=== block 1 ===
Fig. 1: block 1, sequential cells colored by netlist name
Bar = 50 um. Other sequential cells in the stronger gray, the rest of the logic in the fainter gray.
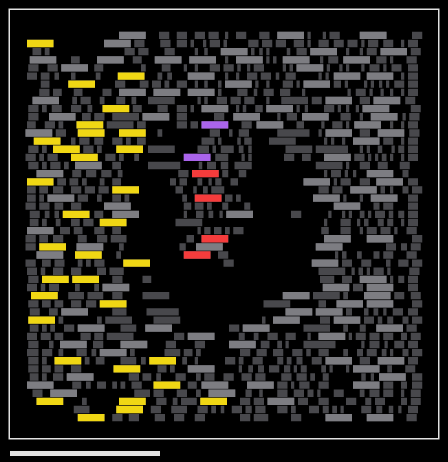
$ cat src/rtl/mem_port_arbiter.sv
// Arbitrates one single-port RAM between instruction fetch and load/store accesses.
// Optional IF starvation guard: define ARB_STARVE_GUARD_EN.
module mem_port_arbiter #(
  parameter int unsigned ADDR_W   = 32,
  parameter int unsigned DATA_W   = 32,
  parameter int unsigned TIMEOUT  = 16,
  parameter int unsigned MAX_WAIT = 4
) (
  input  logic              clk,
  input  logic              reset,
  input  logic              if_req,
  input  logic [ADDR_W-1:0] if_addr,
  output logic              if_done,
  output logic [DATA_W-1:0] if_rdata,
  input  logic              mem_req,
  input  logic              mem_wen,
  input  logic [ADDR_W-1:0] mem_addr,
  input  logic [DATA_W-1:0] mem_wdata,
  output logic              mem_done,
  output logic [DATA_W-1:0] mem_rdata,
  output logic              err,
  output logic              ram_en,
  output logic              ram_wen,
  output logic [ADDR_W-1:0] ram_addr,
  output logic [DATA_W-1:0] ram_wdata,
  input  logic [DATA_W-1:0] ram_rdata,
  input  logic              ram_ready,
  output logic              stall_if,
  output logic              stall_mem
);

  typedef enum logic [1:0] {IDLE, IF_ACC, MEM_ACC, DONE} state_t;

  localparam int unsigned TW = (TIMEOUT > 1) ? $clog2(TIMEOUT) : 1;

  state_t        state, state_nxt;
  logic [TW-1:0] wait_cnt;
  logic          mem_sel, if_sel, force_if, timed_out;
  logic          take_mem, take_if, finish, abort;

  assign stall_if  = if_req  & ~if_done;
  assign stall_mem = mem_req & ~mem_done;

  assign mem_sel   = mem_req & ~mem_done;
  assign if_sel    = if_req  & ~if_done;
  assign timed_out = (TIMEOUT != 0) && (wait_cnt == TW'(TIMEOUT - 1));

`ifdef ARB_STARVE_GUARD_EN
  localparam int unsigned SW = (MAX_WAIT > 0) ? $clog2(MAX_WAIT + 1) : 1;

  logic [SW-1:0] starve_cnt;

  assign force_if = if_sel && (starve_cnt >= SW'(MAX_WAIT));

  // Counts back-to-back MEM wins that left a fetch waiting.
  always_ff @(posedge clk or negedge reset) begin
    if (!reset) begin
      starve_cnt <= '0;
    end else if (take_if) begin
      starve_cnt <= '0;
    end else if (take_mem) begin
      starve_cnt <= if_req ? starve_cnt + 1'b1 : '0;
    end
  end
`else
  // Strict MEM priority; MAX_WAIT only matters with the guard compiled in.
  assign force_if = (MAX_WAIT == 0) && 1'b0;
`endif

  always_ff @(posedge clk or negedge reset) begin
    if (!reset) state <= IDLE;
    else        state <= state_nxt;
  end

  always_comb begin
    state_nxt = state;
    take_mem  = 1'b0;
    take_if   = 1'b0;
    finish    = 1'b0;
    abort     = 1'b0;
    case (state)
      IDLE: begin
        if (mem_sel && !force_if) begin
          take_mem  = 1'b1;
          state_nxt = MEM_ACC;
        end else if (if_sel) begin
          take_if   = 1'b1;
          state_nxt = IF_ACC;
        end
      end
      IF_ACC, MEM_ACC: begin
        if (ram_ready) begin
          finish    = 1'b1;
          state_nxt = DONE;
        end else if (timed_out) begin
          finish    = 1'b1;
          abort     = 1'b1;
          state_nxt = DONE;
        end
      end
      DONE:    state_nxt = IDLE;
      default: state_nxt = IDLE;
    endcase
  end

  always_ff @(posedge clk or negedge reset) begin
    if (!reset) begin
      if_done   <= 1'b0;
      mem_done  <= 1'b0;
      err       <= 1'b0;
      if_rdata  <= '0;
      mem_rdata <= '0;
      ram_en    <= 1'b0;
      ram_wen   <= 1'b0;
      ram_addr  <= '0;
      ram_wdata <= '0;
      wait_cnt  <= '0;
    end else begin
      if_done  <= 1'b0;
      mem_done <= 1'b0;
      err      <= 1'b0;
      if (take_mem) begin
        ram_en    <= 1'b1;
        ram_wen   <= mem_wen;
        ram_addr  <= mem_addr;
        ram_wdata <= mem_wdata;
        wait_cnt  <= '0;
      end else if (take_if) begin
        ram_en   <= 1'b1;
        ram_wen  <= 1'b0;
        ram_addr <= if_addr;
        wait_cnt <= '0;
      end else if (finish) begin
        ram_en  <= 1'b0;
        ram_wen <= 1'b0;
        err     <= abort;
        if (state == IF_ACC) begin
          if_done  <= 1'b1;
          if_rdata <= abort ? '0 : ram_rdata;
        end else begin
          mem_done <= 1'b1;
          // Stores leave the last load data in place.
          if (!ram_wen) mem_rdata <= abort ? '0 : ram_rdata;
        end
      end else if (state == IF_ACC || state == MEM_ACC) begin
        wait_cnt <= wait_cnt + 1'b1;
      end
    end
  end

endmodule

$ cat config.mk
export PLATFORM = sky130hd
export DESIGN_NAME = mem_port_arbiter
export DESIGN_NICKNAME = d
export VERILOG_FILES = /design/src/rtl/mem_port_arbiter.sv
export SDC_FILE = /design/constraint.sdc
export NUM_CORES = 1
export LEC_CHECK = 0
export CELL_PAD_IN_SITES_DETAIL_PLACEMENT = 1
export CELL_PAD_IN_SITES_GLOBAL_PLACEMENT = 1
export CORE_MARGIN = 5
export CORE_UTILIZATION = 33
export DETAILED_ROUTE_END_ITERATION = 12
export PLACE_DENSITY = 0.92
export SETUP_SLACK_MARGIN = 0.3
export SYNTH_ARGS = -nofsm -noshare
export SYNTH_HDL_FRONTEND = slang
export SYNTH_SLANG_ARGS = --single-unit
$ cat constraint.sdc
create_clock -name clk -period 3.6 [get_ports clk]
set_input_delay 0.36 -clock clk [delete_from_list [all_inputs] [get_ports clk]]
set_output_delay 0.36 -clock clk [all_outputs]
set_load 0.05 [all_outputs]
==> impl_report.txt <==
IMPLEMENTATION SUMMARY REPORT
----------------------------------------------------
[Pwr]
  Net switching power ........................ 5.14 mW
  Combinational logic power ........................ approximately 6 mW
  Clock share of power ........................ 18.4%

[Place]
  Placed instance area ........................ just under 9000 um2
  Worst setup slack after placement ........................ 902 ps

[Setup path]
  Worst Path Required ........................ 3240 ps
  Worst Path Class, Setup ........................ reg2out
  Kind of start point of the critical path ........................ flip-flop
  Critical path peak fanout ........................ 33

[Drt]
  Routed length on met2 ........................ 10,200 um
  Via count ........................ 5,341
  DR DRC count ........................ 0
  Drt pass-1 iters ........................ 4

[Final timing]
  Max Slew Vio Count ........................ 0
  Relative max-transition margin ........................ 26.0%
  Unrepaired setup endpoints after global routing ........................ no
  FMAX ........................ 389 MHz

[Logic synthesis]
  Share of synthesized cell area in and, or, nand and nor gates ........................ 16.0%
  Synthesis Warnings ........................ 0

[Finish]
  Number of ordinary and repair buffers in the finished layout ........................ 279
  Combinational fraction of the cell area ........................ between 20% and 30%

[Global route]
  Met1 Usage GRT ........................ 23.8%

[Run]
  OpenROAD warning count ........................ 30
  Number of maximum-capacitance violations ........................ 0

[Clock network]
  Root Driver ........................ sky130_fd_sc_hd__clkbuf_16

[Run status]
  Outcome ........................ finished clean

----------------------------------------------------
About Fig. 1:
[yellow] `mem_rdata` | flops: 32 | where: a vertical strip on the left
[purple] `state` | flops: 2
[red] `wait_cnt` | flops: 4 | where: center
area taken by flip-flops and latches: 3480 um2
power in sequential cells: 2.70 mW
flop share of the area: 37.4%

## Yosys cell counts (all sizes together)
cell and count:
mux2i 2, mux2 1, a32o 1, clkbuf 17, nand3 69, a21oi 2
and2 1, o21ai 34, nand2 134, xor2 2, a21boi 1, dfrtp 139
nand4 2, ha 4, nor2b 2, a211oi 1, o2bb2ai 64, nor3 1
o22ai 32, and2b 1, o21a 1, inv 5, nand2b 1, buf 31
nor2 7, and3 1
## metrics by stage
step	total power [mW]	instances
3_5_place_dp	8.78	1012
3_3_place_gp	8.61	1012
2_1_floorplan	6.67	556
5_1_grt	11.2	1042
6_report	10.7	1042
4_1_cts	10.8	1042

=== block 2 ===
Fig. 2: block 2, logic cells by family
Bar = 20 um.
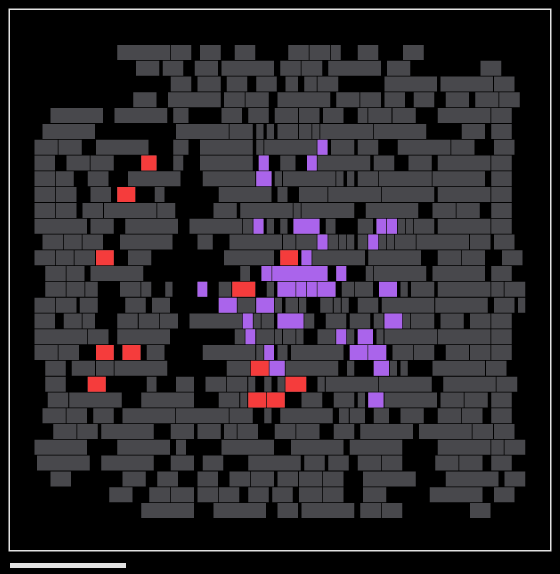
Fig. 3: block 2, clock routing
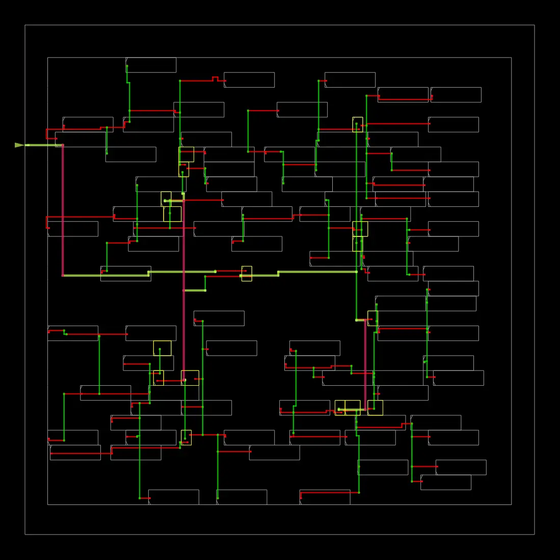
Fig. 4: block 2, sequential cells colored by netlist name
Bar = 20 um. Other sequential cells in the stronger gray, the rest of the logic in the fainter gray.
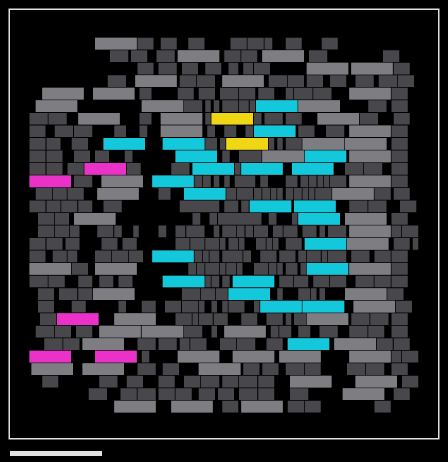
**src/rtl/ctrl_pipe.sv**
```systemverilog
// ctrl_pipe: pipelined RV32I control unit.
//
// Decodes a 32-bit instruction into a packed control bundle and carries the bundle and rd
// through the ID/EX, EX/MEM and MEM/WB registers. Load-use hazards insert LOAD_USE_BUBBLES
// bubbles into EX. stall_ext freezes every stage. flush discards the instruction being
// decoded. Reset is asynchronous and active high.
//
// Optional feature: define RV32M_EN to decode the M extension. CTRL_W becomes 25 and
// bit 24 is muldiv. Without it CTRL_W is 24 and the M encodings decode as illegal.
//
// Ports:
//   clk, rst                   clock (rising edge), asynchronous active-high reset
//   in_valid, instr, in_ready  fetch handshake (accepted when in_valid & in_ready)
//   stall_ext                  global freeze of all stage registers and the bubble counter
//   flush                      kill the decoding instruction, bubble into EX
//   hazard_stall               a load-use bubble is being inserted this cycle
//   ex/mem/wb_ctrl             stage control bundles (CTRL_W bits)
//   ex/mem/wb_rd               stage destination registers (RD_W bits)
//
// Bundle: [0] RegWrite [1] MemRead [2] MemWrite [3] MemtoReg [4] ALUSrc [5] lui
//         [6] auipc [7] jal [8] jalr [14:9] beq,bne,blt,bge,bltu,bgeu [17:15] RW_type
//         [21:18] ALUctl [22] illegal [23] valid [24] muldiv (RV32M_EN only)
module ctrl_pipe #(
  parameter int unsigned RD_W             = 5,
  parameter int unsigned LOAD_USE_BUBBLES = 1,
`ifdef RV32M_EN
  localparam int unsigned CTRL_W          = 25
`else
  localparam int unsigned CTRL_W          = 24
`endif
) (
  input  logic              clk,
  input  logic              rst,
  input  logic              in_valid,
  input  logic [31:0]       instr,
  output logic              in_ready,
  input  logic              stall_ext,
  input  logic              flush,
  output logic              hazard_stall,
  output logic [CTRL_W-1:0] ex_ctrl,
  output logic [CTRL_W-1:0] mem_ctrl,
  output logic [CTRL_W-1:0] wb_ctrl,
  output logic [RD_W-1:0]   ex_rd,
  output logic [RD_W-1:0]   mem_rd,
  output logic [RD_W-1:0]   wb_rd
);

  localparam int unsigned BitRegWrite = 0;
  localparam int unsigned BitMemRead  = 1;
  localparam int unsigned BitMemWrite = 2;
  localparam int unsigned BitMemtoReg = 3;
  localparam int unsigned BitAluSrc   = 4;
  localparam int unsigned BitLui      = 5;
  localparam int unsigned BitAuipc    = 6;
  localparam int unsigned BitJal      = 7;
  localparam int unsigned BitJalr     = 8;
  localparam int unsigned BitBeq      = 9;
  localparam int unsigned BitBne      = 10;
  localparam int unsigned BitBlt      = 11;
  localparam int unsigned BitBge      = 12;
  localparam int unsigned BitBltu     = 13;
  localparam int unsigned BitBgeu     = 14;
  localparam int unsigned BitRwLo     = 15;
  localparam int unsigned BitRwHi     = 17;
  localparam int unsigned BitAluLo    = 18;
  localparam int unsigned BitAluHi    = 21;
  localparam int unsigned BitIllegal  = 22;
  localparam int unsigned BitValid    = 23;
`ifdef RV32M_EN
  localparam int unsigned BitMulDiv   = 24;
`endif

  localparam logic [6:0] OpR      = 7'b0110011;
  localparam logic [6:0] OpImm    = 7'b0010011;
  localparam logic [6:0] OpLoad   = 7'b0000011;
  localparam logic [6:0] OpStore  = 7'b0100011;
  localparam logic [6:0] OpBranch = 7'b1100011;
  localparam logic [6:0] OpJalr   = 7'b1100111;
  localparam logic [6:0] OpJal    = 7'b1101111;
  localparam logic [6:0] OpLui    = 7'b0110111;
  localparam logic [6:0] OpAuipc  = 7'b0010111;

  localparam logic [3:0] AluAdd = 4'b0000;
  localparam logic [3:0] AluSub = 4'b1000;

  // First-hazard reload value: the hazard cycle itself is one bubble, cnt counts the rest.
  localparam logic [1:0] CntInit = (LOAD_USE_BUBBLES == 0) ? 2'd0 :
                                   2'(LOAD_USE_BUBBLES - 1);

  logic [6:0]        opcode;
  logic [2:0]        func3;
  logic [6:0]        func7;
  logic [RD_W-1:0]   rs1;
  logic [RD_W-1:0]   rs2;

  logic [CTRL_W-1:0] dec_ctrl;
  logic [RD_W-1:0]   dec_rd;
  logic              dec_legal;
  logic              use_rs1;
  logic              use_rs2;

  logic [1:0]        cnt_q, cnt_d;
  logic              hz;
  logic              ex_load;

  logic [CTRL_W-1:0] ex_ctrl_d, mem_ctrl_d, wb_ctrl_d;
  logic [RD_W-1:0]   ex_rd_d, mem_rd_d, wb_rd_d;

  assign opcode = instr[6:0];
  assign func3  = instr[14:12];
  assign func7  = instr[31:25];
  assign rs1    = instr[15 +: RD_W];
  assign rs2    = instr[20 +: RD_W];

  // Instruction decode
  always_comb begin
    dec_ctrl  = '0;
    dec_legal = 1'b1;
    use_rs1   = 1'b0;
    use_rs2   = 1'b0;
    case (opcode)
      OpR: begin
        use_rs1               = 1'b1;
        use_rs2               = 1'b1;
        dec_ctrl[BitRegWrite] = 1'b1;
        if (func7 == 7'b0000000) begin
          dec_ctrl[BitAluHi:BitAluLo] = {1'b0, func3};
        end else if (func7 == 7'b0100000 && (func3 == 3'b000 || func3 == 3'b101)) begin
          dec_ctrl[BitAluHi:BitAluLo] = {1'b1, func3};
`ifdef RV32M_EN
        end else if (func7 == 7'b0000001) begin
          dec_ctrl[BitMulDiv]         = 1'b1;
          dec_ctrl[BitAluHi:BitAluLo] = {1'b0, func3};
`endif
        end else begin
          dec_legal = 1'b0;
        end
      end
      OpImm: begin
        use_rs1                     = 1'b1;
        dec_ctrl[BitRegWrite]       = 1'b1;
        dec_ctrl[BitAluSrc]         = 1'b1;
        // Only SRAI carries the SUB/SRA select in instr[30]
        dec_ctrl[BitAluHi:BitAluLo] = {(func3 == 3'b101) & instr[30], func3};
      end
      OpLoad: begin
        use_rs1                     = 1'b1;
        dec_ctrl[BitRegWrite]       = 1'b1;
        dec_ctrl[BitMemRead]        = 1'b1;
        dec_ctrl[BitMemtoReg]       = 1'b1;
        dec_ctrl[BitAluSrc]         = 1'b1;
        dec_ctrl[BitRwHi:BitRwLo]   = func3;
        dec_ctrl[BitAluHi:BitAluLo] = AluAdd;
      end
      OpStore: begin
        use_rs1                     = 1'b1;
        use_rs2                     = 1'b1;
        dec_ctrl[BitMemWrite]       = 1'b1;
        dec_ctrl[BitAluSrc]         = 1'b1;
        dec_ctrl[BitRwHi:BitRwLo]   = func3;
        dec_ctrl[BitAluHi:BitAluLo] = AluAdd;
      end
      OpBranch: begin
        use_rs1                     = 1'b1;
        use_rs2                     = 1'b1;
        dec_ctrl[BitAluHi:BitAluLo] = AluSub;
        case (func3)
          3'b000:  dec_ctrl[BitBeq]  = 1'b1;
          3'b001:  dec_ctrl[BitBne]  = 1'b1;
          3'b100:  dec_ctrl[BitBlt]  = 1'b1;
          3'b101:  dec_ctrl[BitBge]  = 1'b1;
          3'b110:  dec_ctrl[BitBltu] = 1'b1;
          3'b111:  dec_ctrl[BitBgeu] = 1'b1;
          default: ;
        endcase
      end
      OpJalr: begin
        use_rs1                     = 1'b1;
        dec_ctrl[BitRegWrite]       = 1'b1;
        dec_ctrl[BitJalr]           = 1'b1;
        dec_ctrl[BitAluSrc]         = 1'b1;
        dec_ctrl[BitAluHi:BitAluLo] = AluAdd;
      end
      OpJal: begin
        dec_ctrl[BitRegWrite]       = 1'b1;
        dec_ctrl[BitJal]            = 1'b1;
        dec_ctrl[BitAluHi:BitAluLo] = AluAdd;
      end
      OpLui: begin
        dec_ctrl[BitRegWrite]       = 1'b1;
        dec_ctrl[BitLui]            = 1'b1;
        dec_ctrl[BitAluSrc]         = 1'b1;
        dec_ctrl[BitAluHi:BitAluLo] = AluAdd;
      end
      OpAuipc: begin
        dec_ctrl[BitRegWrite]       = 1'b1;
        dec_ctrl[BitAuipc]          = 1'b1;
        dec_ctrl[BitAluSrc]         = 1'b1;
        dec_ctrl[BitAluHi:BitAluLo] = AluAdd;
      end
      default: dec_legal = 1'b0;
    endcase

    // Illegal words carry only valid+illegal and never count as register readers
    if (!dec_legal) begin
      dec_ctrl             = '0;
      dec_ctrl[BitIllegal] = 1'b1;
      use_rs1              = 1'b0;
      use_rs2              = 1'b0;
    end
    dec_ctrl[BitValid] = 1'b1;
  end

  assign dec_rd = dec_ctrl[BitRegWrite] ? instr[7 +: RD_W] : '0;

  // Load-use hazard against the instruction sitting in EX
  assign ex_load = ex_ctrl[BitValid] & ex_ctrl[BitMemRead] & (ex_rd != '0);
  assign hz      = (LOAD_USE_BUBBLES != 0) & in_valid & ex_load &
                   ((use_rs1 & (rs1 == ex_rd)) | (use_rs2 & (rs2 == ex_rd)));

  assign hazard_stall = ((cnt_q == 2'd0) & hz) | (cnt_q != 2'd0);
  assign in_ready     = ~stall_ext & ~hazard_stall;

  // Next-state for the stage registers and bubble counter
  always_comb begin
    ex_ctrl_d  = ex_ctrl;
    ex_rd_d    = ex_rd;
    mem_ctrl_d = mem_ctrl;
    mem_rd_d   = mem_rd;
    wb_ctrl_d  = wb_ctrl;
    wb_rd_d    = wb_rd;
    cnt_d      = cnt_q;
    if (flush) begin
      // Flush overrides stall_ext for EX; MEM/WB still respect the freeze
      ex_ctrl_d = '0;
      ex_rd_d   = '0;
      cnt_d     = 2'd0;
      if (!stall_ext) begin
        mem_ctrl_d = ex_ctrl;
        mem_rd_d   = ex_rd;
        wb_ctrl_d  = mem_ctrl;
        wb_rd_d    = mem_rd;
      end
    end else if (!stall_ext) begin
      mem_ctrl_d = ex_ctrl;
      mem_rd_d   = ex_rd;
      wb_ctrl_d  = mem_ctrl;
      wb_rd_d    = mem_rd;
      if (hazard_stall) begin
        ex_ctrl_d = '0;
        ex_rd_d   = '0;
        cnt_d     = (cnt_q == 2'd0) ? CntInit : cnt_q - 2'd1;
      end else if (in_valid) begin
        ex_ctrl_d = dec_ctrl;
        ex_rd_d   = dec_rd;
      end else begin
        ex_ctrl_d = '0;
        ex_rd_d   = '0;
      end
    end
  end

  always_ff @(posedge clk or posedge rst) begin
    if (rst) begin
      ex_ctrl  <= '0;
      ex_rd    <= '0;
      mem_ctrl <= '0;
      mem_rd   <= '0;
      wb_ctrl  <= '0;
      wb_rd    <= '0;
      cnt_q    <= 2'd0;
    end else begin
      ex_ctrl  <= ex_ctrl_d;
      ex_rd    <= ex_rd_d;
      mem_ctrl <= mem_ctrl_d;
      mem_rd   <= mem_rd_d;
      wb_ctrl  <= wb_ctrl_d;
      wb_rd    <= wb_rd_d;
      cnt_q    <= cnt_d;
    end
  end

endmodule

```
**config.mk**
```make
export PLATFORM = sky130hd
export DESIGN_NAME = ctrl_pipe
export DESIGN_NICKNAME = d
export VERILOG_FILES = /design/src/rtl/ctrl_pipe.sv
export SDC_FILE = /design/constraint.sdc
export NUM_CORES = 1
export LEC_CHECK = 0
export ABC_CLOCK_PERIOD_IN_PS = 4800
export CAP_MARGIN = 20
export CORE_MARGIN = 4
export CORE_UTILIZATION = 51
export CTS_BUF_LIST = sky130_fd_sc_hd__clkbuf_2
export CTS_CLUSTER_SIZE = 8
export DETAILED_ROUTE_END_ITERATION = 10
export HOLD_SLACK_MARGIN = 0.15
export MAX_ROUTING_LAYER = met4
export PLACE_DENSITY = 0.95
export SLEW_MARGIN = 20
export SYNTH_ARGS = -nofsm -noshare
export SYNTH_HDL_FRONTEND = slang
export SYNTH_SLANG_ARGS = --single-unit
```
**constraint.sdc**
```tcl
create_clock -name clk -period 4.8 [get_ports clk]
set_clock_uncertainty 0.2 [all_clocks]
set_input_delay 0.72 -clock clk [delete_from_list [all_inputs] [get_ports clk]]
set_output_delay 0.72 -clock clk [all_outputs]
set_load 0.02 [all_outputs]
```
==> impl_report.txt <==
IMPLEMENTATION SUMMARY REPORT
----------------------------------------------------
[Place]
  Placed instance area ........................ about 5000 um2

[Clock network]
  Clk slew on worst S/H paths ........................ between 200 and 300 ps
  H-tree level count ........................ 3

[Finish]
  Non-Filler Instances ........................ ~510
  Most common cell after layout, fill and taps aside ........................ sky130_fd_sc_hd__clkdlybuf4s50_1

[Run status]
  Outcome ........................ finished clean

[Setup path]
  Critical path peak fanout ........................ 9
  Kind of start point of the critical path ........................ input pin
  Worst Path Class, Setup ........................ in2out

[Drt]
  DR DRC count ........................ 0
  Post-DR wirelength/cell ........................ 18.3 um
  Vias per Instance ........................ 5.53

[Global route]
  Via count of the first global-routing pass ........................ ~2.9k
  Maximum number of pins on one net before global-route repair ........................ 60

[Logic synthesis]
  Floorplan Nets ........................ 325
  Sequential-to-total area share from yosys stat ........................ 58.4%

[Final timing]
  Final worst-path setup slack ........................ about 380 ps

[Hold path]
  WHS Path Cells ........................ 1

----------------------------------------------------
## Picture notes: Fig. 2
[red] AND-OR and OR-AND gates | cells: 12 | most used: a22o_1
[purple] inverting AOI/OAI gates | cells: 34 | most used: o21ai_0 | where: center

## Picture notes: Fig. 3
tally of clock buffers in the finished layout: 9
clk latency late pin: 540 ps
power of the clock network: 332 uW
total clock buffers created by CTS: 9
CTS Sinks: 86

## Picture notes: Fig. 4
[yellow] `cnt_q` | flops: 2
[magenta] `wb_rd` | flops: 5
[cyan] `ex_ctrl` | flops: 23
not colored: 56
final standard cell utilization of the core: 73.7%
flop share of the area: 42.3%
power in sequential cells: 735 uW
area taken by flip-flops and latches: 2150 um2

[kinds of logic after synthesis]
logic type / share of synthesized area (%)
AOI/OAI and AO/OA: 9.68
xor gates and xnor gates: 2.62
buffers and inverters: 2.92
DFF: 58.4
muxes: 17.1
and+or+nand+nor: 9.24
[sequential cells by signal (all words and copies together), names as in the netlist]
signal,flops
mem_rd,5
cnt_q,2
ex_rd,5
wb_rd,5
wb_ctrl,23
mem_ctrl,23
ex_ctrl,23

=== block 3 ===
Fig. 5: block 3, pin map
Pins as bars across the die edge, other pins in gray.
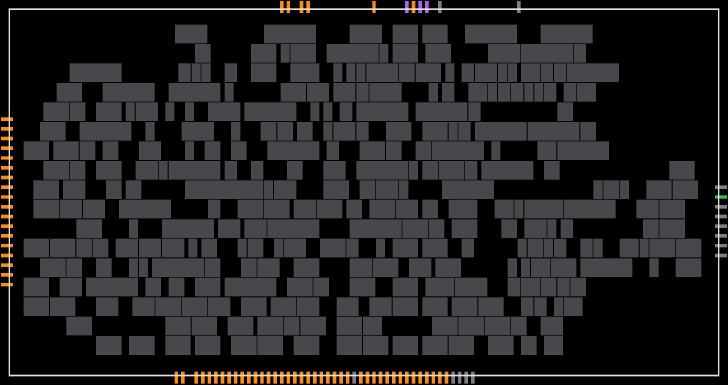
--- src/rtl/seqdet_sched.sv ---
// Round-robin scheduler sharing one serial "1001" Mealy detector among N_REQ requesters.
// Build option: define SEQDET_FIXED_PRIO_EN for fixed lowest-index-wins arbitration.
module seqdet_sched #(
  parameter  int N_REQ = 4,
  parameter  int W     = 16,
  parameter  int CNT_W = 3,
  localparam int IDW   = $clog2(N_REQ)
) (
  input  logic                 clk,
  input  logic                 rst,
  input  logic [N_REQ-1:0]     req,
  input  logic [N_REQ*W-1:0]   data,
  output logic [N_REQ-1:0]     ack,
  output logic                 busy,
  output logic                 res_valid,
  output logic [IDW-1:0]       res_id,
  output logic [CNT_W-1:0]     res_count,
  output logic                 res_hit
);

  localparam int            BW       = $clog2(W);
  localparam logic [BW-1:0] BIT_LAST = BW'(W - 1);

  typedef enum logic [1:0] {IDLE, SHIFT, DONE} state_e;
  typedef enum logic [1:0] {S0, S1, S2, S3}    det_e;

  state_e           state_q, state_d;
  det_e             det_q, det_d;
  logic [W-1:0]     sh_q, sh_d;
  logic [BW-1:0]    bit_q, bit_d;
  logic [CNT_W-1:0] cnt_q, cnt_d;
  logic [IDW-1:0]   res_id_q, res_id_d;

  logic [IDW-1:0]   win;
  logic [IDW-1:0]   idx;
  logic [W-1:0]     win_word;
  logic             din;
  logic             match;

`ifdef SEQDET_FIXED_PRIO_EN
  always_comb begin
    win = '0;
    idx = '0;
    for (int i = N_REQ - 1; i >= 0; i--) begin
      idx = IDW'(i);
      if (req[idx]) win = idx;
    end
  end
`else
  logic [IDW-1:0] last_q, last_d;

  // Descending scan so the candidate closest after last_q is written last and wins.
  always_comb begin
    win = '0;
    idx = '0;
    for (int i = N_REQ; i >= 1; i--) begin
      idx = IDW'((int'(last_q) + i) % N_REQ);
      if (req[idx]) win = idx;
    end
  end
`endif

  always_comb begin
    win_word = '0;
    for (int i = 0; i < N_REQ; i++) begin
      if (IDW'(i) == win) win_word = data[i*W +: W];
    end
  end

  // NOTE: every signal driven here gets a default first, so no path can infer a latch.
  always_comb begin
    state_d  = state_q;
    det_d    = det_q;
    sh_d     = sh_q;
    bit_d    = bit_q;
    cnt_d    = cnt_q;
    res_id_d = res_id_q;
`ifndef SEQDET_FIXED_PRIO_EN
    last_d   = last_q;
`endif
    din      = sh_q[W-1];
    match    = 1'b0;

    unique case (state_q)
      IDLE: begin
        if (|req) begin
          sh_d     = win_word;
          res_id_d = win;
          bit_d    = BIT_LAST;
          cnt_d    = '0;
          det_d    = S0;
`ifndef SEQDET_FIXED_PRIO_EN
          last_d   = win;
`endif
          state_d  = SHIFT;
        end
      end
      SHIFT: begin
        sh_d  = {sh_q[W-2:0], 1'b0};
        match = (det_q == S3) && din;
        unique case (det_q)
          S0: det_d = din ? S1 : S0;
          S1: det_d = din ? S1 : S2;
          S2: det_d = din ? S1 : S3;
          S3: det_d = din ? S1 : S0;
          default: det_d = S0;
        endcase
        if (match && (cnt_q != {CNT_W{1'b1}})) cnt_d = cnt_q + 1'b1;
        if (bit_q == '0) state_d = DONE;
        else             bit_d   = bit_q - 1'b1;
      end
      DONE:    state_d = IDLE;
      default: state_d = IDLE;
    endcase
  end

  // NOTE: non-blocking assignments keep every register sampling pre-edge values.
  always_ff @(posedge clk) begin
    if (rst) begin
      state_q  <= IDLE;
      det_q    <= S0;
      sh_q     <= '0;
      bit_q    <= '0;
      cnt_q    <= '0;
      res_id_q <= '0;
`ifndef SEQDET_FIXED_PRIO_EN
      last_q   <= IDW'(N_REQ - 1);
`endif
    end else begin
      state_q  <= state_d;
      det_q    <= det_d;
      sh_q     <= sh_d;
      bit_q    <= bit_d;
      cnt_q    <= cnt_d;
      res_id_q <= res_id_d;
`ifndef SEQDET_FIXED_PRIO_EN
      last_q   <= last_d;
`endif
    end
  end

  always_comb begin
    ack = '0;
    if (state_q == DONE) ack[res_id_q] = 1'b1;
  end

  assign busy      = (state_q != IDLE);
  assign res_valid = (state_q == DONE);
  assign res_id    = res_id_q;
  assign res_count = cnt_q;
  assign res_hit   = |cnt_q;

endmodule

--- config.mk ---
export PLATFORM = sky130hd
export DESIGN_NAME = seqdet_sched
export DESIGN_NICKNAME = d
export VERILOG_FILES = /design/src/rtl/seqdet_sched.sv
export SDC_FILE = /design/constraint.sdc
export NUM_CORES = 1
export LEC_CHECK = 0
export CAP_MARGIN = 0
export CORE_ASPECT_RATIO = 0.5
export CORE_MARGIN = 1.5
export CORE_UTILIZATION = 40
export CTS_BUF_LIST = sky130_fd_sc_hd__clkbuf_2
export DETAILED_ROUTE_END_ITERATION = 6
export PLACE_DENSITY = 0.83
export SYNTH_ARGS = -nofsm -noshare
export SYNTH_HDL_FRONTEND = slang
export SYNTH_SLANG_ARGS = --single-unit
--- constraint.sdc ---
create_clock -name clk -period 5.5 [get_ports clk]
set_clock_uncertainty 0.2 [all_clocks]
set_input_delay 1.1 -clock clk [delete_from_list [all_inputs] [get_ports clk]]
set_output_delay 1.1 -clock clk [all_outputs]
set_load 0.01 [all_outputs]
==> impl_report.txt <==
IMPLEMENTATION SUMMARY REPORT
----------------------------------------------------
[Run status]
  Outcome ........................ complete, but fails checks
  Violations in the final reports ........................ design-rule violations

[Logic synthesis]
  Dominant non-sequential cell family after synthesis ........................ AND-OR/OR-AND gates
  Synth Area in Compound Gates ........................ 34.0%
  Synth unique cells ........................ 41
  Share of the synthesized area in the top cell type ........................ between 30 and 40%
  Async set or reset register ratio after synthesis ........................ 0%

[Drt]
  Number of violations reported at the end of detailed-routing iteration 0 ........................ 98
  Sum of met3 wire segment lengths after detailed routing ........................ 328 um
  Metal1 wirelength ........................ 2350 um
  DR DRC count ........................ 2

[Pwr]
  Power of the clock network ........................ 158 uW
  Internal cell power ........................ 459 uW
  Relative contribution of sequential cells to total power ........................ 41.6%
  IR drop worst, VDD ........................ just over 0.09 mV
  Portion of total power attributed to combinational logic ........................ 35.4%

[Place]
  Final estimated routing congestion in global placement ........................ 0.759

[Finish]
  Combinational fraction of the cell area ........................ 40.7%
  Antenna cell count ........................ 0
  Count of nets after finishing ........................ 375

[Final timing]
  Transition time of the tightest slew-check pin ........................ 1120 ps
  Final tally of hold violations ........................ 0

[Clock network]
  TritonCTS clock tree ........................ yes

[Floorplan]
  Die Area ........................ 5040 um2

[Global route]
  Overall overflow remaining after global route ........................ 0

[Hold path]
  WHS Path Cells ........................ 1

----------------------------------------------------
About Fig. 5:
[green] `busy` | pins: 1 | direction: output | edge: east
[orange] `data` | pins: 64 | direction: input | edge: 40 south, 18 west, 6 north
[purple] `res_count` | pins: 3 | direction: output | edge: north
total of buffers placed on input and output ports: 81
die outline height: 50.9 um
horizontal die dimension: 98.9 um

## per-stage QoR
step | cell area, um2 | hold slack (ps)
CTS | 2730 | 319
global placement | 2670 | 279
floorplan | 1840 | 258
detailed placement | 2670 | 295
finish | 2730 | 311
global route | 2730 | 356
## registers in the layout, summed over array words and instances, names as in the netlist
register	cells
sh_q	16
bit_q	4
res_count	3
det_q	2
last_q	2
res_id	2
state_q	2
## final timing paths
kind	from	end	slack, ps
min	bit_q[2]	state_q[1]	310
max reg2reg	state_q[0]	sh_q[8]	2970
max	req[2]	sh_q[8]	2140
min reg2reg	bit_q[2]	state_q[1]	310

=== block 4 ===
Fig. 6: block 4, sequential cells colored by netlist name
Bar = 50 um. Other sequential cells in the stronger gray, the rest of the logic in the fainter gray.
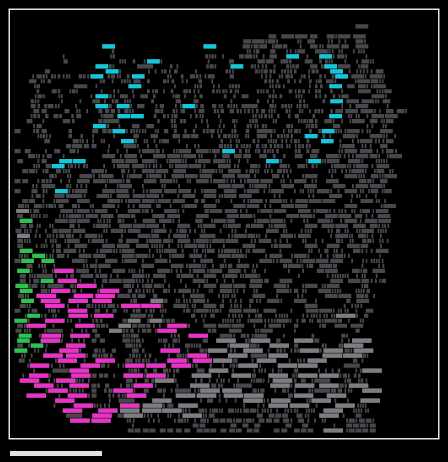
Fig. 7: block 4, pin map
Pins as bars across the die edge, other pins in gray.
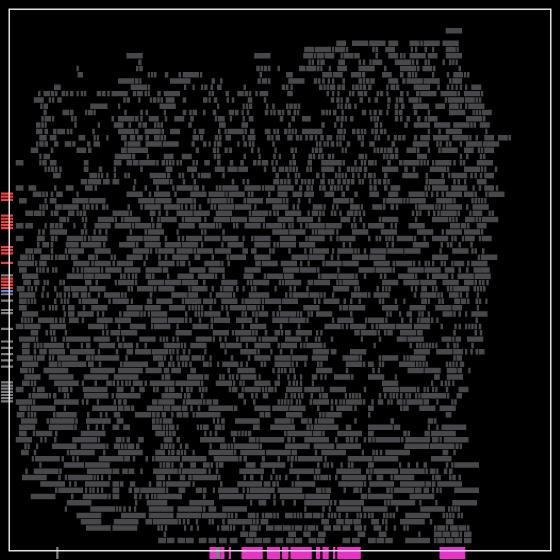
--- src/rtl/iir_fb_mac_pkg.sv ---
// Shared definitions for the IIR filter stages.
// State encoding, width helpers and rounding constants.
package iir_fb_mac_pkg;

    typedef enum logic [1:0] {
        IDLE = 2'd0,
        MAC  = 2'd1,
        OUT  = 2'd2
    } state_t;

    // Minimum rounding shift; round-half-up needs one fractional bit.
    localparam int MIN_FRAC = 1;

    function automatic int clog2(input int v);
        int r;
        r = 0;
        for (int i = 0; i < 32; i++) begin
            if ((1 << r) < v) r++;
        end
        return r;
    endfunction

    // Accumulator width with headroom for N products plus the input term.
    function automatic int acc_width(input int p, input int cw, input int n);
        return p + cw + clog2(n) + 2;
    endfunction

endpackage

--- src/rtl/iir_round_sat.sv ---
// Round-half-up, arithmetic shift and saturate.
// Purely combinational; shared by both IIR stages.
module iir_round_sat #(
    parameter int IN_W  = 38,
    parameter int OUT_W = 16,
    parameter int FRAC  = 14
) (
    input  logic signed [IN_W-1:0]  din,
    output logic signed [OUT_W-1:0] value,
    output logic                    sat
);
    localparam int EW = IN_W + 1;

    localparam logic signed [EW-1:0] HALF =
        {{(EW-1){1'b0}}, 1'b1} << (FRAC - 1);
    localparam logic signed [EW-1:0] MAXV =
        {{(EW-OUT_W+1){1'b0}}, {(OUT_W-1){1'b1}}};
    localparam logic signed [EW-1:0] MINV =
        {{(EW-OUT_W+1){1'b1}}, {(OUT_W-1){1'b0}}};

    logic signed [EW-1:0] sum;
    logic signed [EW-1:0] r;

    // Add half an LSB, shift down, clamp to the output range.
    always_comb begin
        sum   = {din[IN_W-1], din} + HALF;
        r     = sum >>> FRAC;
        value = r[OUT_W-1:0];
        sat   = 1'b0;
        if (r > MAXV) begin
            value = MAXV[OUT_W-1:0];
            sat   = 1'b1;
        end else if (r < MINV) begin
            value = MINV[OUT_W-1:0];
            sat   = 1'b1;
        end
    end

endmodule

--- src/rtl/iir_fb_mac.sv ---
// Feedback half of the IIR filter: y = x - sum a[k]*y[n-k].
// One shared MAC walks the N taps, then rounds and saturates.
import iir_fb_mac_pkg::*;

module iir_fb_mac #(
    parameter int PRECISION   = 16,
    parameter int COEFF_WIDTH = 16,
    parameter int COEFF_FRAC  = 14,
    parameter int N           = 4
) (
    input  logic                        clk,
    input  logic                        rst_n,
    input  logic signed [PRECISION-1:0] x,
    input  logic                        x_valid,
    output logic                        x_ready,
    input  logic [COEFF_WIDTH*N-1:0]    packed_a_coeffs,
    output logic signed [PRECISION-1:0] y,
    output logic                        y_valid,
    output logic                        y_sat
);
    localparam int ACC_W  = acc_width(PRECISION, COEFF_WIDTH, N);
    localparam int PROD_W = PRECISION + COEFF_WIDTH;
    localparam int KW     = clog2(N + 2);

    state_t state;
    state_t state_nx;

    logic        [KW-1:0]          k;
    logic signed [ACC_W-1:0]       acc;
    logic signed [PRECISION-1:0]   hist [1:N];
    logic signed [COEFF_WIDTH-1:0] coef [1:N];

    logic signed [PRECISION-1:0]   h_sel;
    logic signed [COEFF_WIDTH-1:0] c_sel;
    logic signed [PROD_W-1:0]      prod;
    logic signed [ACC_W-1:0]       prod_ext;
    logic signed [ACC_W-1:0]       x_ext;
    logic signed [PRECISION-1:0]   rs_val;
    logic                          rs_sat;

    assign x_ready  = (state == IDLE);
    assign x_ext    = {{(ACC_W-PRECISION){x[PRECISION-1]}}, x} <<< COEFF_FRAC;
    assign prod     = h_sel * c_sel;
    assign prod_ext = {{(ACC_W-PROD_W){prod[PROD_W-1]}}, prod};

    // Select the history tap and coefficient for the current k.
    always_comb begin
        h_sel = '0;
        c_sel = '0;
        for (int i = 1; i <= N; i++) begin
            if (k == KW'(i)) begin
                h_sel = hist[i];
                c_sel = coef[i];
            end
        end
    end

    iir_round_sat #(
        .IN_W  (ACC_W),
        .OUT_W (PRECISION),
        .FRAC  (COEFF_FRAC)
    ) u_round_sat (
        .din   (acc),
        .value (rs_val),
        .sat   (rs_sat)
    );

    // State register.
    always_ff @(posedge clk) begin
        if (!rst_n) state <= IDLE;
        else        state <= state_nx;
    end

    // Next-state: accept, walk N taps, emit one result.
    always_comb begin
        state_nx = state;
        unique case (state)
            IDLE:    if (x_valid) state_nx = MAC;
            MAC:     if (k == KW'(N)) state_nx = OUT;
            OUT:     state_nx = IDLE;
            default: state_nx = IDLE;
        endcase
    end

    // Datapath: load, multiply-accumulate, round and shift history.
    always_ff @(posedge clk) begin
        if (!rst_n) begin
            k       <= '0;
            acc     <= '0;
            y       <= '0;
            y_valid <= 1'b0;
            y_sat   <= 1'b0;
            for (int i = 1; i <= N; i++) begin
                hist[i] <= '0;
                coef[i] <= '0;
            end
        end else begin
            y_valid <= 1'b0;
            unique case (state)
                IDLE: begin
                    if (x_valid) begin
                        acc <= x_ext;
                        k   <= KW'(1);
                        for (int i = 1; i <= N; i++) begin
                            coef[i] <=
                                packed_a_coeffs[(i-1)*COEFF_WIDTH +: COEFF_WIDTH];
                        end
                    end
                end
                MAC: begin
                    acc <= acc - prod_ext;
                    k   <= k + KW'(1);
                end
                OUT: begin
                    y       <= rs_val;
                    y_sat   <= rs_sat;
                    y_valid <= 1'b1;
                    hist[1] <= rs_val;
                    for (int i = N; i >= 2; i--) begin
                        hist[i] <= hist[i-1];
                    end
                end
                default: ;
            endcase
        end
    end

endmodule

--- config.mk ---
export PLATFORM = sky130hd
export DESIGN_NAME = iir_fb_mac
export DESIGN_NICKNAME = d
export VERILOG_FILES = /design/src/rtl/iir_fb_mac_pkg.sv /design/src/rtl/iir_round_sat.sv /design/src/rtl/iir_fb_mac.sv
export SDC_FILE = /design/constraint.sdc
export NUM_CORES = 1
export LEC_CHECK = 0
export ABC_AREA = 1
export CAP_MARGIN = 20
export CORE_MARGIN = 2
export CORE_UTILIZATION = 40
export DETAILED_ROUTE_END_ITERATION = 10
export SYNTH_ARGS = -nofsm -noshare
export SYNTH_HDL_FRONTEND = slang
export SYNTH_SLANG_ARGS = --single-unit
--- constraint.sdc ---
create_clock -name clk -period 8.1 [get_ports clk]
set_input_delay 0.81 -clock clk [delete_from_list [all_inputs] [get_ports clk]]
set_output_delay 0.81 -clock clk [all_outputs]
set_load 0.005 [all_outputs]
==> impl_report.txt <==
IMPLEMENTATION SUMMARY REPORT
----------------------------------------------------
[Run status]
  Outcome ........................ finished clean

[Floorplan]
  Number of ports placed on the die boundary ........................ 102
  N_taps ........................ around 690

[Clock network]
  CTS Sinks ........................ 187
  TritonCTS clock tree ........................ yes
  Clk latency late pin ........................ about 500 ps

[Setup path]
  Critical register-to-register path startpoint ........................ k[0]
  Buffers and inverters on the worst path ........................ 9
  Capturing element type of the critical path ........................ flip-flop

[Run]
  OpenROAD warning count ........................ 38

[Drt]
  Number of nets with antenna violations after detailed routing ........................ 0
  Drt pass-1 iters ........................ 5
  Vias per Instance ........................ 4.99

[Final timing]
  Relative max-transition margin ........................ 42.9%

[Hold path]
  WHS Path Cells ........................ 2

[Pwr]
  Relative contribution of sequential cells to total power ........................ 15.7%
  Clock share of power ........................ 11.0%
  Max power group ........................ combinational logic
  Power in sequential cells ........................ 1.26 mW

[Logic synthesis]
  Chip area in the Yosys report ........................ 21,000 um2
  Floorplan Nets ........................ 3,039
  Cell Area, Synth ........................ between 20,000 and 25,000 um2
  Adder-cell share of the synthesized area ........................ around 37%

[Place]
  Final estimated routing congestion in global placement ........................ 0.947

[Finish]
  Signed area change from the synthesized netlist to the final layout ........................ 13.4%
  Antenna cell count ........................ 0
  Proportion of layout cells with a drive suffix above 1 ........................ roughly 6.0%

[Global route]
  Via count of the first global-routing pass ........................ 17.9k

----------------------------------------------------
## Picture notes: Fig. 6
[cyan] `acc` | flops: 36
[green] `y` | flops: 16
[magenta] `hist` | flops: 64 | where: south-west
not colored: 71

## Picture notes: Fig. 7
[blue] `rst_n` | pins: 1 | direction: input | edge: west
[red] `x` | pins: 16 | direction: input | edge: west
[magenta] `packed_a_coeffs` | pins: 64 | direction: input | edge: south

-- what timing repair did --
| action | in CTS | in global routing |
|---|---|---|
| setup endpoints to repair | 1 | 9 |
| setup buffers | 0 | 6 |
| resized | 1 | 12 |
| pin swaps | 0 | 1 |
-- registers in the layout (all words and copies together), names as in the netlist --
signal,cells
y,16
y_valid,1
y_sat,1
hist,64
coef,64
k,3
acc,36
state,2
-- routing by layer --
metal / vias up / GRT usage, % / part of all wire (%)
met4: 0 / 7.27 / 2.6
met3: 87 / 4.03 / 5.6
met5: - / 0 / 0
li1: 7787 / - / -
met2: 442 / 42.4 / 49
met1: 8436 / 32.7 / 43

=== block 5 ===
Fig. 8: block 5, logic cells by family
Bar = 20 um.
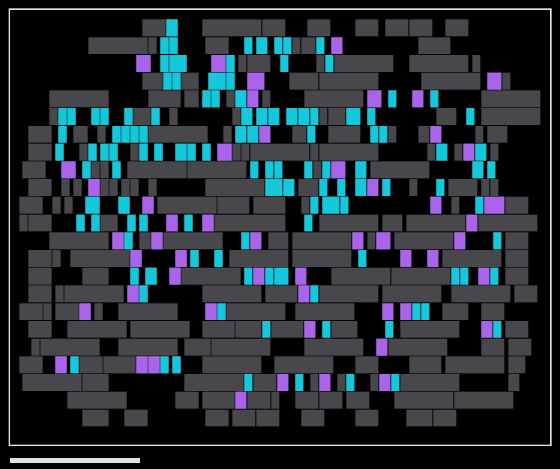
===== config.mk =====
export PLATFORM = sky130hd
export DESIGN_NAME = prog_loader
export DESIGN_NICKNAME = d
export VERILOG_FILES = /design/src/rtl/prog_loader.sv
export SDC_FILE = /design/constraint.sdc
export NUM_CORES = 1
export LEC_CHECK = 0
export ABC_AREA = 1
export CORE_ASPECT_RATIO = 0.8
export CORE_MARGIN = 1
export CORE_UTILIZATION = 50
export DETAILED_ROUTE_END_ITERATION = 10
export PLACE_DENSITY = 0.74
export SYNTH_ARGS = -nofsm -noshare
export SYNTH_HDL_FRONTEND = slang
export SYNTH_SLANG_ARGS = --single-unit
export TNS_END_PERCENT = 5

===== constraint.sdc =====
create_clock -name Clk -period 2.6 [get_ports Clk]
set_input_delay 0.52 -clock Clk [delete_from_list [all_inputs] [get_ports Clk]]
set_output_delay 0.52 -clock Clk [all_outputs]
set_load 0.005 [all_outputs]

===== src/rtl/prog_loader.sv =====
// Byte-stream loader for the 128x16 instruction memory; holds the CPU in reset until the image is in.
// Optional trailing XOR checksum byte enabled by defining PROG_LOADER_CHECKSUM_EN.
module prog_loader #(
    parameter int ADDR_W = 7,
    parameter int DEPTH  = 128
) (
    input  logic              Clk,
    input  logic              Reset,
    input  logic              Start,
    input  logic [7:0]        Byte_In,
    input  logic              Byte_Valid,
    output logic              Byte_Ready,
    output logic [ADDR_W-1:0] IM_W_Addr,
    output logic [15:0]       IM_W_Data,
    output logic              IM_W_en,
    output logic              CPU_Hold,
    output logic              Done,
    output logic              Error,
    output logic [7:0]        Word_Count
);

`ifdef PROG_LOADER_CHECKSUM_EN
    typedef enum logic [2:0] {
        S_IDLE, S_COUNT, S_HI, S_LO, S_WRITE, S_DONE, S_ERR, S_CHECK
    } state_t;
`else
    typedef enum logic [2:0] {
        S_IDLE, S_COUNT, S_HI, S_LO, S_WRITE, S_DONE, S_ERR
    } state_t;
`endif

    localparam logic [8:0] DEPTH_W = 9'(DEPTH);

    state_t              state_q, state_d;
    logic [7:0]          n_q, n_d;
    logic [7:0]          hi_q, hi_d;
    logic [ADDR_W-1:0]   addr_q, addr_d;
    logic [ADDR_W-1:0]   wr_addr_q, wr_addr_d;
    logic [15:0]         wr_data_q, wr_data_d;
    logic [7:0]          count_q, count_d;
    logic                xfer;
`ifdef PROG_LOADER_CHECKSUM_EN
    logic [7:0]          xor_q, xor_d;
`endif

    always_ff @(posedge Clk or negedge Reset) begin
        if (!Reset) begin
            state_q   <= S_IDLE;
            n_q       <= '0;
            hi_q      <= '0;
            addr_q    <= '0;
            wr_addr_q <= '0;
            wr_data_q <= '0;
            count_q   <= '0;
`ifdef PROG_LOADER_CHECKSUM_EN
            xor_q     <= '0;
`endif
        end else begin
            state_q   <= state_d;
            n_q       <= n_d;
            hi_q      <= hi_d;
            addr_q    <= addr_d;
            wr_addr_q <= wr_addr_d;
            wr_data_q <= wr_data_d;
            count_q   <= count_d;
`ifdef PROG_LOADER_CHECKSUM_EN
            xor_q     <= xor_d;
`endif
        end
    end

    always_comb begin
        Byte_Ready = 1'b0;
        case (state_q)
            S_COUNT, S_HI, S_LO: Byte_Ready = 1'b1;
`ifdef PROG_LOADER_CHECKSUM_EN
            S_CHECK:             Byte_Ready = 1'b1;
`endif
            default:             Byte_Ready = 1'b0;
        endcase
    end

    assign xfer       = Byte_Valid && Byte_Ready;
    assign IM_W_en    = (state_q == S_WRITE);
    assign Done       = (state_q == S_DONE);
    assign Error      = (state_q == S_ERR);
    assign CPU_Hold   = (state_q != S_DONE);
    assign IM_W_Addr  = wr_addr_q;
    assign IM_W_Data  = wr_data_q;
    assign Word_Count = count_q;

    always_comb begin
        state_d   = state_q;
        n_d       = n_q;
        hi_d      = hi_q;
        addr_d    = addr_q;
        wr_addr_d = wr_addr_q;
        wr_data_d = wr_data_q;
        count_d   = count_q;
`ifdef PROG_LOADER_CHECKSUM_EN
        xor_d     = xor_q;
`endif
        case (state_q)
            S_IDLE, S_DONE, S_ERR: begin
                if (Start) begin
                    state_d = S_COUNT;
                    addr_d  = '0;
                    count_d = '0;
`ifdef PROG_LOADER_CHECKSUM_EN
                    xor_d   = '0;
`endif
                end
            end
            S_COUNT: begin
                if (xfer) begin
                    n_d = Byte_In;
                    if (Byte_In == 8'd0 || {1'b0, Byte_In} > DEPTH_W) state_d = S_ERR;
                    else                                              state_d = S_HI;
                end
            end
            S_HI: begin
                if (xfer) begin
                    hi_d    = Byte_In;
                    state_d = S_LO;
`ifdef PROG_LOADER_CHECKSUM_EN
                    xor_d   = xor_q ^ Byte_In;
`endif
                end
            end
            S_LO: begin
                // Output registers load only here so they hold steady between writes.
                if (xfer) begin
                    wr_data_d = {hi_q, Byte_In};
                    wr_addr_d = addr_q;
                    state_d   = S_WRITE;
`ifdef PROG_LOADER_CHECKSUM_EN
                    xor_d     = xor_q ^ Byte_In;
`endif
                end
            end
            S_WRITE: begin
                addr_d  = addr_q + ADDR_W'(1);
                count_d = count_q + 8'd1;
                if (count_q + 8'd1 == n_q) begin
`ifdef PROG_LOADER_CHECKSUM_EN
                    state_d = S_CHECK;
`else
                    state_d = S_DONE;
`endif
                end else begin
                    state_d = S_HI;
                end
            end
`ifdef PROG_LOADER_CHECKSUM_EN
            S_CHECK: begin
                if (xfer) state_d = (Byte_In == xor_q) ? S_DONE : S_ERR;
            end
`endif
            default: state_d = S_IDLE;
        endcase
    end

endmodule

==> impl_report.txt <==
IMPLEMENTATION SUMMARY REPORT
----------------------------------------------------
[Logic synthesis]
  Leading area contributor after synthesis ........................ sky130_fd_sc_hd__dfrtp_1
  Ranking of synthesized cells by instance count ........................ sky130_fd_sc_hd__nand2_1 (91), sky130_fd_sc_hd__dfrtp_1 (57), sky130_fd_sc_hd__o21ai_0 (39), sky130_fd_sc_hd__inv_1 (35), sky130_fd_sc_hd__nand3_1 (19)
  Share of the synthesized area in the top cell type ........................ 54.6%

[Pwr]
  IR drop worst, VDD ........................ 0.610 mV
  Relative contribution of sequential cells to total power ........................ between 40 and 50%
  Power in sequential cells ........................ approximately 1.4 mW

[Setup path]
  Kind of start point of the critical path ........................ flip-flop
  Worst Path Class, Setup ........................ reg2out
  Critical register-to-register path startpoint ........................ Word_Count[0]
  Capture point of the critical path ........................ IM_W_en

[Finish]
  Largest contributor to cell area by class ........................ registers
  Most common cell after layout, fill and taps aside ........................ sky130_fd_sc_hd__nand2_1

[Clock network]
  Root Driver ........................ sky130_fd_sc_hd__clkbuf_8
  H-tree level count ........................ 3

[Final timing]
  Final tally of hold violations ........................ 0
  Final worst-path setup slack ........................ 410 ps

[Run status]
  Violations in the final reports ........................ design-rule violations
  Outcome ........................ complete, but fails checks

[Run]
  Number of maximum-capacitance violations ........................ 0

[Drt]
  DR DRC count ........................ 2

[Place]
  Total of buffers placed on input and output ports ........................ 47

----------------------------------------------------
About Fig. 8:
[cyan] NAND gates | cells: 117 | most used: nand2_1
[purple] inverting AOI/OAI gates | cells: 52 | most used: o21ai_0 | where: all over the die

metal layers:
metal	track usage, %	vias to the layer above	routed length (um)
met5	0	-	0
met4	8.19	0	82
met1	27.0	1000	2540
met2	35.0	58	2430
met3	7.56	12	315
li1	-	1095	-
cells by family (layout without fill, tap and decap cells):
kind of cell    after synthesis  after routing  share of synthesized area (%)
compound gates               52             52                           10.6
xor+xnor                      5              5                           1.68
fa+ha+maj                     2              2                          0.957
buf+inv                      46            104                           7.04
flops                        57             57                           54.6
mux                           8              8                           3.45
simple gates                136            136                           21.7


==> gallery <==
Pin map.
Pins as bars across the die edge, other pins in gray.
panel A
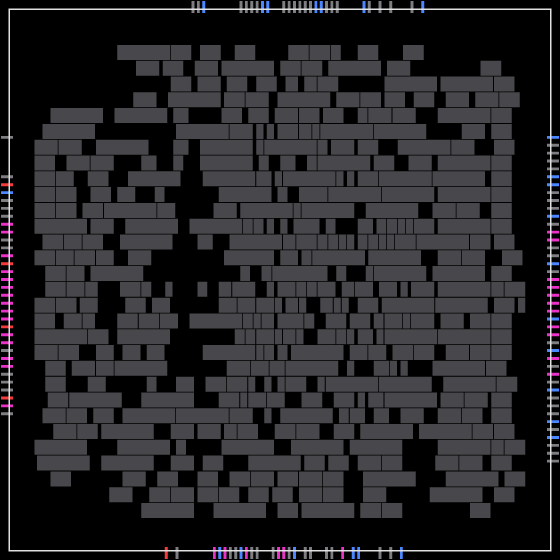
panel B
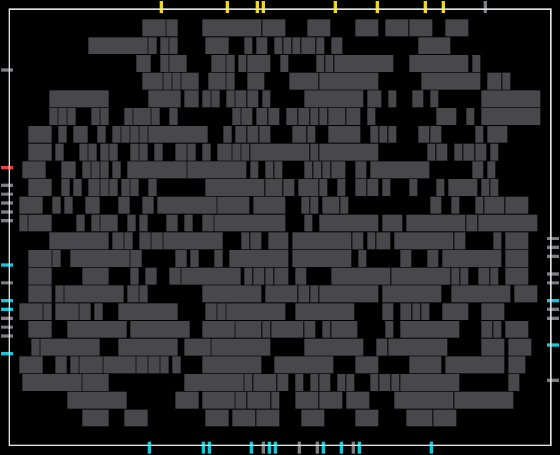
panel C
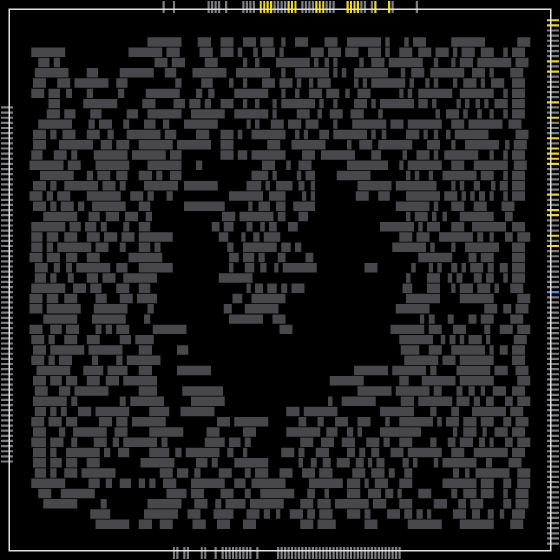
| picture | from |
|---|---|
| panel B | block 5 |
| panel A | block 2 |
| panel C | block 1 |
Of these, most pins: panel C
Of these, fewest pins: panel B

Key to panel C:
[yellow] `mem_wdata` | pins: 32 | direction: input | edge: 16 east, 16 north
[blue] `ram_wen` | pins: 1 | direction: output | edge: east

Power figures rest on the tool's default switching activity, not on a simulated workload.
